==================== hrv_rr_scheduler
[src/rtl/hrv_rr_scheduler.sv]
// hrv_rr_scheduler
// Shares one RMSSD engine between two RR-interval channels. Each channel
// owns a private FIFO; when a FIFO holds at least one full window the channel
// becomes eligible. A round-robin arbiter then hands the engine one job:
// a start pulse, WINDOW consecutive samples, and a wait for the done pulse
// (or a timeout). The result is returned tagged with its channel.
//
// Ports
//   clk, rst              clock, synchronous active-high reset
//   chX_rr/valid/ready    per-channel sample push interface (X = 0, 1)
//   eng_start             one-cycle pulse, engine clears its accumulator
//   eng_valid, eng_rr     sample stream into the engine
//   eng_done, eng_rmssd   engine result pulse and value
//   res_valid/ready       result handshake towards the consumer
//   res_ch, res_rmssd     result channel tag and value (0 on abort)
//   res_err               job aborted by timeout
//   busy                  scheduler FSM not idle
module hrv_rr_scheduler #(
  parameter int RR_W    = 8,
  parameter int WINDOW  = 8,
  parameter int DEPTH   = 16,
  parameter int TIMEOUT = 64
) (
  input  logic            clk,
  input  logic            rst,
  input  logic [RR_W-1:0] ch0_rr,
  input  logic            ch0_valid,
  output logic            ch0_ready,
  input  logic [RR_W-1:0] ch1_rr,
  input  logic            ch1_valid,
  output logic            ch1_ready,
  output logic            eng_start,
  output logic            eng_valid,
  output logic [RR_W-1:0] eng_rr,
  input  logic            eng_done,
  input  logic [7:0]      eng_rmssd,
  output logic            res_valid,
  input  logic            res_ready,
  output logic            res_ch,
  output logic [7:0]      res_rmssd,
  output logic            res_err,
  output logic            busy
);

  localparam int AW = $clog2(DEPTH);
  localparam int CW = AW + 1;
  localparam int TW = $clog2(TIMEOUT + WINDOW);
  localparam logic [CW-1:0] DEPTH_C   = CW'(DEPTH);
  localparam logic [CW-1:0] WIN_C     = CW'(WINDOW);
  localparam logic [TW-1:0] FEED_LAST = TW'(WINDOW - 1);
  localparam logic [TW-1:0] TO_LAST   = TW'(TIMEOUT - 1);

  typedef enum logic [2:0] {S_IDLE, S_START, S_FEED, S_WAIT, S_RESULT} state_t;

  state_t          state_q, state_d;
  logic [RR_W-1:0] mem0_q [DEPTH];
  logic [RR_W-1:0] mem1_q [DEPTH];
  logic [AW-1:0]   wr0_q, wr0_d, rd0_q, rd0_d;
  logic [AW-1:0]   wr1_q, wr1_d, rd1_q, rd1_d;
  logic [CW-1:0]   cnt0_q, cnt0_d, cnt1_q, cnt1_d;
  logic            push0, push1, pop0, pop1;
  logic            elig0, elig1, grant;
  logic            gnt_q, gnt_d, rr_last_q, rr_last_d;
  logic [TW-1:0]   tcnt_q, tcnt_d;
  logic            eng_start_q, eng_start_d, eng_valid_q, eng_valid_d;
  logic [RR_W-1:0] eng_rr_q, eng_rr_d;
  logic            res_ch_q, res_ch_d, res_err_q, res_err_d;
  logic [7:0]      res_rmssd_q, res_rmssd_d;

  // Ready depends only on the current count, so a full FIFO refuses a push
  // even in a cycle where the engine pops from it.
  assign ch0_ready = (cnt0_q != DEPTH_C);
  assign ch1_ready = (cnt1_q != DEPTH_C);
  assign push0     = ch0_valid & ch0_ready;
  assign push1     = ch1_valid & ch1_ready;
  assign pop0      = (state_q == S_FEED) & ~gnt_q;
  assign pop1      = (state_q == S_FEED) & gnt_q;
  assign elig0     = (cnt0_q >= WIN_C);
  assign elig1     = (cnt1_q >= WIN_C);
  // Only one eligible: take it. Both eligible: take the one not served last.
  assign grant     = (elig0 & elig1) ? ~rr_last_q : elig1;

  always_comb begin
    wr0_d  = wr0_q;
    rd0_d  = rd0_q;
    cnt0_d = cnt0_q;
    wr1_d  = wr1_q;
    rd1_d  = rd1_q;
    cnt1_d = cnt1_q;
    if (push0) wr0_d = wr0_q + AW'(1);
    if (pop0)  rd0_d = rd0_q + AW'(1);
    if (push1) wr1_d = wr1_q + AW'(1);
    if (pop1)  rd1_d = rd1_q + AW'(1);
    case ({push0, pop0})
      2'b10:   cnt0_d = cnt0_q + CW'(1);
      2'b01:   cnt0_d = cnt0_q - CW'(1);
      default: cnt0_d = cnt0_q;
    endcase
    case ({push1, pop1})
      2'b10:   cnt1_d = cnt1_q + CW'(1);
      2'b01:   cnt1_d = cnt1_q - CW'(1);
      default: cnt1_d = cnt1_q;
    endcase
  end

  always_comb begin
    state_d     = state_q;
    gnt_d       = gnt_q;
    rr_last_d   = rr_last_q;
    tcnt_d      = tcnt_q;
    eng_start_d = 1'b0;
    eng_valid_d = 1'b0;
    eng_rr_d    = eng_rr_q;
    res_ch_d    = res_ch_q;
    res_err_d   = res_err_q;
    res_rmssd_d = res_rmssd_q;
    case (state_q)
      S_IDLE: begin
        if (elig0 | elig1) begin
          gnt_d     = grant;
          rr_last_d = grant;
          state_d   = S_START;
        end
      end
      S_START: begin
        eng_start_d = 1'b1;
        tcnt_d      = '0;
        state_d     = S_FEED;
      end
      S_FEED: begin
        // The head popped this cycle reaches the engine one cycle later,
        // so the sample stream trails the start pulse by exactly one cycle.
        eng_valid_d = 1'b1;
        eng_rr_d    = gnt_q ? mem1_q[rd1_q] : mem0_q[rd0_q];
        if (tcnt_q == FEED_LAST) begin
          tcnt_d  = '0;
          state_d = S_WAIT;
        end else begin
          tcnt_d = tcnt_q + TW'(1);
        end
      end
      S_WAIT: begin
        if (eng_done) begin
          res_ch_d    = gnt_q;
          res_rmssd_d = eng_rmssd;
          res_err_d   = 1'b0;
          state_d     = S_RESULT;
        end else if (tcnt_q == TO_LAST) begin
          res_ch_d    = gnt_q;
          res_rmssd_d = 8'd0;
          res_err_d   = 1'b1;
          state_d     = S_RESULT;
        end else begin
          tcnt_d = tcnt_q + TW'(1);
        end
      end
      S_RESULT: begin
        if (res_ready) state_d = S_IDLE;
      end
      default: state_d = S_IDLE;
    endcase
  end

  always_ff @(posedge clk) begin
    if (rst) begin
      state_q     <= S_IDLE;
      wr0_q       <= '0;
      rd0_q       <= '0;
      cnt0_q      <= '0;
      wr1_q       <= '0;
      rd1_q       <= '0;
      cnt1_q      <= '0;
      gnt_q       <= 1'b0;
      rr_last_q   <= 1'b1;
      tcnt_q      <= '0;
      eng_start_q <= 1'b0;
      eng_valid_q <= 1'b0;
      eng_rr_q    <= '0;
      res_ch_q    <= 1'b0;
      res_err_q   <= 1'b0;
      res_rmssd_q <= 8'd0;
    end else begin
      state_q     <= state_d;
      wr0_q       <= wr0_d;
      rd0_q       <= rd0_d;
      cnt0_q      <= cnt0_d;
      wr1_q       <= wr1_d;
      rd1_q       <= rd1_d;
      cnt1_q      <= cnt1_d;
      gnt_q       <= gnt_d;
      rr_last_q   <= rr_last_d;
      tcnt_q      <= tcnt_d;
      eng_start_q <= eng_start_d;
      eng_valid_q <= eng_valid_d;
      eng_rr_q    <= eng_rr_d;
      res_ch_q    <= res_ch_d;
      res_err_q   <= res_err_d;
      res_rmssd_q <= res_rmssd_d;
    end
  end

  // Sample storage carries no reset; emptiness is defined by the pointers.
  always_ff @(posedge clk) begin
    if (push0) mem0_q[wr0_q] <= ch0_rr;
    if (push1) mem1_q[wr1_q] <= ch1_rr;
  end

  assign eng_start = eng_start_q;
  assign eng_valid = eng_valid_q;
  assign eng_rr    = eng_rr_q;
  assign res_valid = (state_q == S_RESULT);
  assign res_ch    = res_ch_q;
  assign res_rmssd = res_rmssd_q;
  assign res_err   = res_err_q;
  assign busy      = (state_q != S_IDLE);

endmodule

[config.mk]
export PLATFORM = sky130hd
export DESIGN_NAME = hrv_rr_scheduler
export DESIGN_NICKNAME = d
export VERILOG_FILES = /design/src/rtl/hrv_rr_scheduler.sv
export SDC_FILE = /design/constraint.sdc
export NUM_CORES = 1
export LEC_CHECK = 0
export ABC_AREA = 1
export CAP_MARGIN = 25
export CORE_MARGIN = 5
export CORE_UTILIZATION = 40
export DETAILED_ROUTE_END_ITERATION = 8
export HOLD_SLACK_MARGIN = 0.12
export PLACE_DENSITY = 0.65
export SLEW_MARGIN = 40
export SYNTH_ARGS = -nofsm -noshare
export SYNTH_HDL_FRONTEND = slang
export SYNTH_SLANG_ARGS = --single-unit
[constraint.sdc]
create_clock -name clk -period 6.95 [get_ports clk]
set_clock_uncertainty 0.2 [all_clocks]
set_input_delay 0.695 -clock clk [delete_from_list [all_inputs] [get_ports clk]]
set_output_delay 0.695 -clock clk [all_outputs]
set_load 0.01 [all_outputs]
==================== cdb_arbiter
## src/rtl/cdb_arbiter.sv

```systemverilog
// rtl/cdb_arbiter.sv - round-robin common data bus arbiter with flush drain and registered broadcast
package cdb_pkg;
  typedef struct packed {
    logic        valid;
    logic [5:0]  rd_paddr;
    logic [31:0] rd_data;
    logic [4:0]  rob_addr;
    logic [31:0] rs1_data;
    logic [31:0] rs2_data;
    logic        rd_valid;
    logic        br_result;
  } cdb_t;
endpackage

module cdb_arbiter
  import cdb_pkg::*;
#(
  parameter int N_FU = 4,
  localparam int IW = $clog2(N_FU)
) (
  input  logic              clk,
  input  logic              rst,
  input  cdb_t [N_FU-1:0]   fu_cdb,
  input  logic              flush,
  output logic [N_FU-1:0]   fu_taken,
  output cdb_t              cdb_out,
  output logic [IW-1:0]     grant_idx,
  output logic [31:0]       cdb_count
);

  logic [N_FU-1:0] req;
  logic            any_req;
  logic [IW-1:0]   win;
  logic [IW-1:0]   rr_ptr_q, rr_ptr_d;
  cdb_t            cdb_q, cdb_d;
  logic [IW-1:0]   gidx_q, gidx_d;
  logic [31:0]     cnt_q, cnt_d;

  always_comb begin
    for (int i = 0; i < N_FU; i++) begin
      req[i] = fu_cdb[i].valid;
    end
  end

  assign any_req = |req;

  // Two descending passes: lowest requester overall, then overridden by the
  // lowest requester at or above rr_ptr, giving a wrapped search from rr_ptr.
  always_comb begin
    win = '0;
    for (int i = N_FU - 1; i >= 0; i--) begin
      if (req[i]) win = IW'(i);
    end
    for (int i = N_FU - 1; i >= 0; i--) begin
      if (req[i] && (IW'(i) >= rr_ptr_q)) win = IW'(i);
    end
  end

  always_comb begin
    fu_taken = '0;
    if (rst) begin
      fu_taken = '0;
    end else if (flush) begin
      fu_taken = req;
    end else begin
      fu_taken[win] = any_req;
    end
  end

  always_comb begin
    rr_ptr_d = rr_ptr_q;
    cdb_d    = '0;
    gidx_d   = gidx_q;
    cnt_d    = cnt_q;
    if (flush) begin
      rr_ptr_d = '0;
    end else if (any_req) begin
      cdb_d       = fu_cdb[win];
      cdb_d.valid = 1'b1;
      gidx_d      = win;
      cnt_d       = cnt_q + 32'd1;
      rr_ptr_d    = (win == IW'(N_FU - 1)) ? '0 : win + IW'(1);
    end
  end

  always_ff @(posedge clk) begin
    if (rst) begin
      rr_ptr_q <= '0;
      cdb_q    <= '0;
      gidx_q   <= '0;
      cnt_q    <= '0;
    end else begin
      rr_ptr_q <= rr_ptr_d;
      cdb_q    <= cdb_d;
      gidx_q   <= gidx_d;
      cnt_q    <= cnt_d;
    end
  end

  assign cdb_out   = cdb_q;
  assign grant_idx = gidx_q;
  assign cdb_count = cnt_q;

endmodule
```

## config.mk

```make
export PLATFORM = sky130hd
export DESIGN_NAME = cdb_arbiter
export DESIGN_NICKNAME = d
export VERILOG_FILES = /design/src/rtl/cdb_arbiter.sv
export SDC_FILE = /design/constraint.sdc
export NUM_CORES = 1
export LEC_CHECK = 0
export CAP_MARGIN = 25
export CORE_AREA = 2 2 228 230
export CTS_CLUSTER_DIAMETER = 30
export DETAILED_ROUTE_END_ITERATION = 6
export DIE_AREA = 0 0 230 232
export PLACE_DENSITY = 0.45
export SLEW_MARGIN = 20
export SYNTH_ARGS = -nofsm -noshare
export SYNTH_HDL_FRONTEND = slang
export SYNTH_SLANG_ARGS = --single-unit
```

## constraint.sdc

```tcl
create_clock -name clk -period 5.6 [get_ports clk]
set_clock_uncertainty 0.1 [all_clocks]
set_input_delay 1.4 -clock clk [delete_from_list [all_inputs] [get_ports clk]]
set_output_delay 1.4 -clock clk [all_outputs]
set_load 0.02 [all_outputs]
```

==> hrv_rr_scheduler/m1.png <==
The bar under the picture is 50 µm long. Supply wires on this layer in gray.
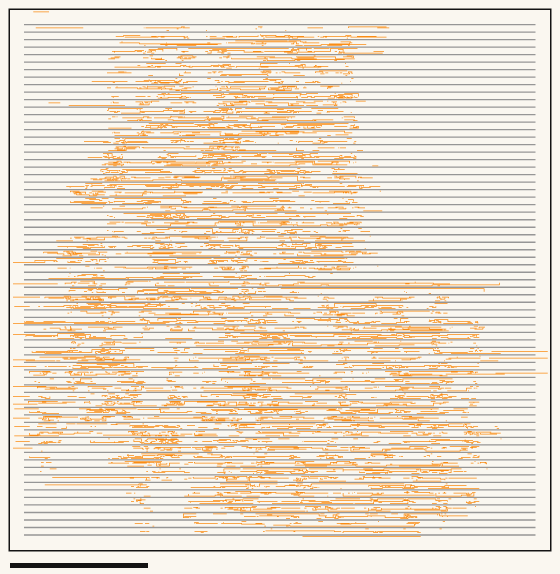
main direction: horizontal
nets with wire on the layer: 1359
DR vias: 9345
M1 GR Usage: 22.9%
final WL: 30.9 mm

==> job_summary.md, hrv_rr_scheduler <==
### Yosys + OpenROAD results

| Metric | Value |
|---|---|
| Status | completed |
| Max-cap violations | 0 |
| # Taps | 455 |
| CTS Buf Count | 35 |
| Placement-stage cell area | 14600 µm² |
| First-pass GRT wire length | 48.9 mm |
| CTS tree | built |
| ANT cells | 0 |
| CP max stage delay | 0.46 ns |
| XOR/XNOR share of the synthesized area | 0.889% |
| Most common cell in the synthesized netlist | nand2_1 |
| Top post-synthesis cells by count | 458 x nand2_1, 256 x edfxtp_1, 200 x nand3_1 |
| Commonest Layout Cell | nand2_1 |
| Fmax | 347 MHz |
| HPWL after DPL | 18.9 mm |
| Worst-case reg-to-reg path depth | 13 |
| Crit start category | flop |
| Ports | 54 |
| Combinational Power Share | 16.3% |
| Setup violators final | 0 |
| Flop pwr share | 45.3% |
| Seq_cells | 322 |
| H-tree depth | 2 |
| WP depth | 13 |
| Top Consumer | registers |
| Post-synth regs | 322 |
| Layout area overhead | 14.8% |
| CP endpoint | cnt1_q[4] |
| Non-Filler Instances | 1891 |
| Top class by area | registers |
| Logic area | 3970 µm² |
| Post-synth top area cell | edfxtp_1 |
[hrv_rr_scheduler: metal layers]
layer | share of wire (%) | up-vias | GRT usage, %
li1 | - | 4627 | -
met1 | 45 | 4373 | 22.9
met2 | 45 | 284 | 24.9
met3 | 6.2 | 61 | 2.30
met4 | 2.9 | 0 | 5.20
met5 | 0 | - | 0
[hrv_rr_scheduler: registers in the layout, summed over array words and instances (netlist names), 3 cells and up, named ones only]
| signal | cells |
|---|---|
| tcnt_q | 7 |
| rd0_q | 4 |
| mem1_q | 128 |
| state_q | 3 |
| mem0_q | 128 |
| eng_rr | 8 |
| cnt1_q | 5 |
| cnt0_q | 5 |
| res_rmssd | 8 |
| wr0_q | 4 |
| wr1_q | 4 |
| rd1_q | 4 |
[hrv_rr_scheduler: stage by stage]
| stage | util [%] | setup WS (ns) | total power [mW] | hold slack, ns |
|---|---|---|---|---|
| floorplan | - | 4.50 | 2.79 | 0.227 |
| global placement | 42.7 | 3.95 | 3.04 | 0.244 |
| detailed placement | 42.7 | 3.92 | 3.05 | 0.249 |
| CTS | 46.1 | 4.09 | 4.92 | 0.263 |
| global route | 46.2 | 3.81 | 5.10 | 0.289 |
| finish | 46.2 | 4.07 | 4.89 | 0.263 |
==> cdb_arbiter/m1.png <==
The bar under the picture is 50 µm long. Supply wires on this layer in gray.
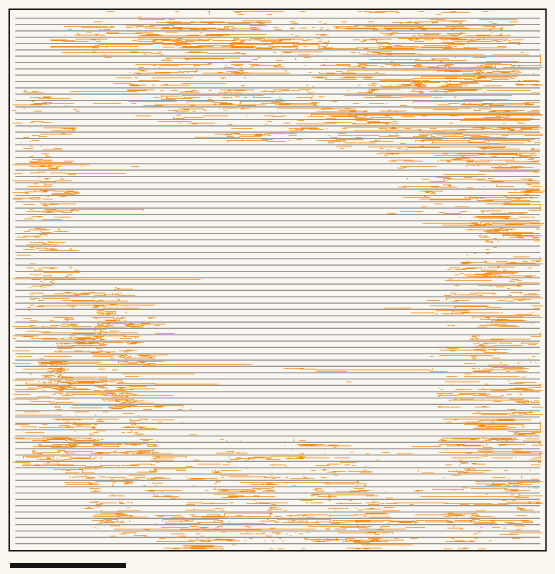
main direction: horizontal
longest straight run: 98.9 µm
share of all routed wire: 39%
wire length on this layer: 15000 µm
final WL: 38.0 mm
DR vias: 7646

==> job_summary.md, cdb_arbiter <==
### Yosys + OpenROAD results

| Metric | Value |
|---|---|
| Combinational Power Share | 30.1% |
| TritonRoute pass-1 iters | 5 |
| Non-Clock Buffer Count | 604 |
| CP Max Fanout | 5 |
| Crit path kind | input pin to output port |
| Least-Margin Pin Slew | 1.00 ns |
| Final hold violations | 0 |
| Final core utilization | 28.4% |
| RD Place Congestion | 0.843 |
| Area leader share | 39.0% |
| Max-cap violations | 0 |
| # Cells Yosys | 701 |
| DRC | 0 |
| Cts hold-fix bufs | 0 |
| Root buffer cell | clkbuf_16 |
| H-tree depth | 4 |
| Seq_cells | 146 |
| Dominant Register Cell | dfxtp_1 |
| ANT cells | 5 |
| FP Core Util | 14.7% |
| Crit start category | input pin |
| Die W | 230 µm |
| Logic family by area | multiplexers |
| CTS Buf Count | 17 |
| Cycle use final | 96.9% |
| Clk slew on worst S/H paths | 0.07 ns |
| Status | completed |
| Power of the clock network | 1.17 mW |
| Hold-critical path endpoint | grant_idx[0] |
| RSZ-0062 raised after global routing | no |
| Final nets | 1715 |
| Non-clk buf share | 42.0% |
| Setup violators final | 0 |
| First-pass GRT wire length | 53.2 mm |
## cdb_arbiter: worst max-delay path, stage by stage
cell,delay [ns]
clkdlybuf4s50_1,0.62
and2b_1,0.19
a21oi_1,0.05
o221a_2,0.34
clkinv_8,0.08
ha_1,0.13
nor3b_1,0.18
a21oi_1,0.08
nor2_1,0.15
clkdlybuf4s50_1,0.69
## cdb_arbiter: cells in the final DEF (no fill, tap or decap), types with 11 or more instances in the layout
cell type / instances
a21oi_1: 13
nand3_1: 16
clkdlybuf4s50_1: 589
clkbuf_16: 17
nor2_1: 35
nand4_1: 12
o22ai_1: 98
dfxtp_1: 146
xor2_1: 22
mux2i_1: 219
o22ai_2: 11
## cdb_arbiter: state kept, by name, summed over array words and instances (netlist names)
name	flops
rr_ptr_q	2
grant_idx	2
cdb_out	110
cdb_count	32
## cdb_arbiter: layer usage
metal / global-route usage, % / vias up / share of wire [%]
met4: 5.34 / 2 / 2.1
met2: 23.3 / 339 / 50
met1: 15.1 / 3502 / 39
met5: 0 / - / 0.034
met3: 5.60 / 40 / 8.6
li1: - / 3763 / -


==> notes/layouts.md <==
Pictures saved along the way, in no particular order.

Metal 2.
The bar under the picture is 50 µm long.
Plate I
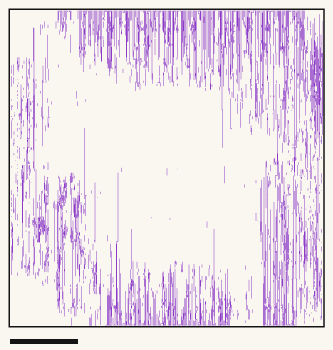
Plate II
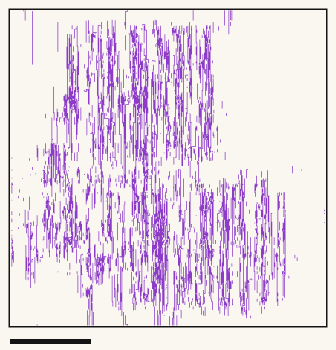
The one with the largest die is Plate I.
Plate I: cdb_arbiter
Plate II: hrv_rr_scheduler

No activity file was given, so power comes from the tool's default toggle rates.
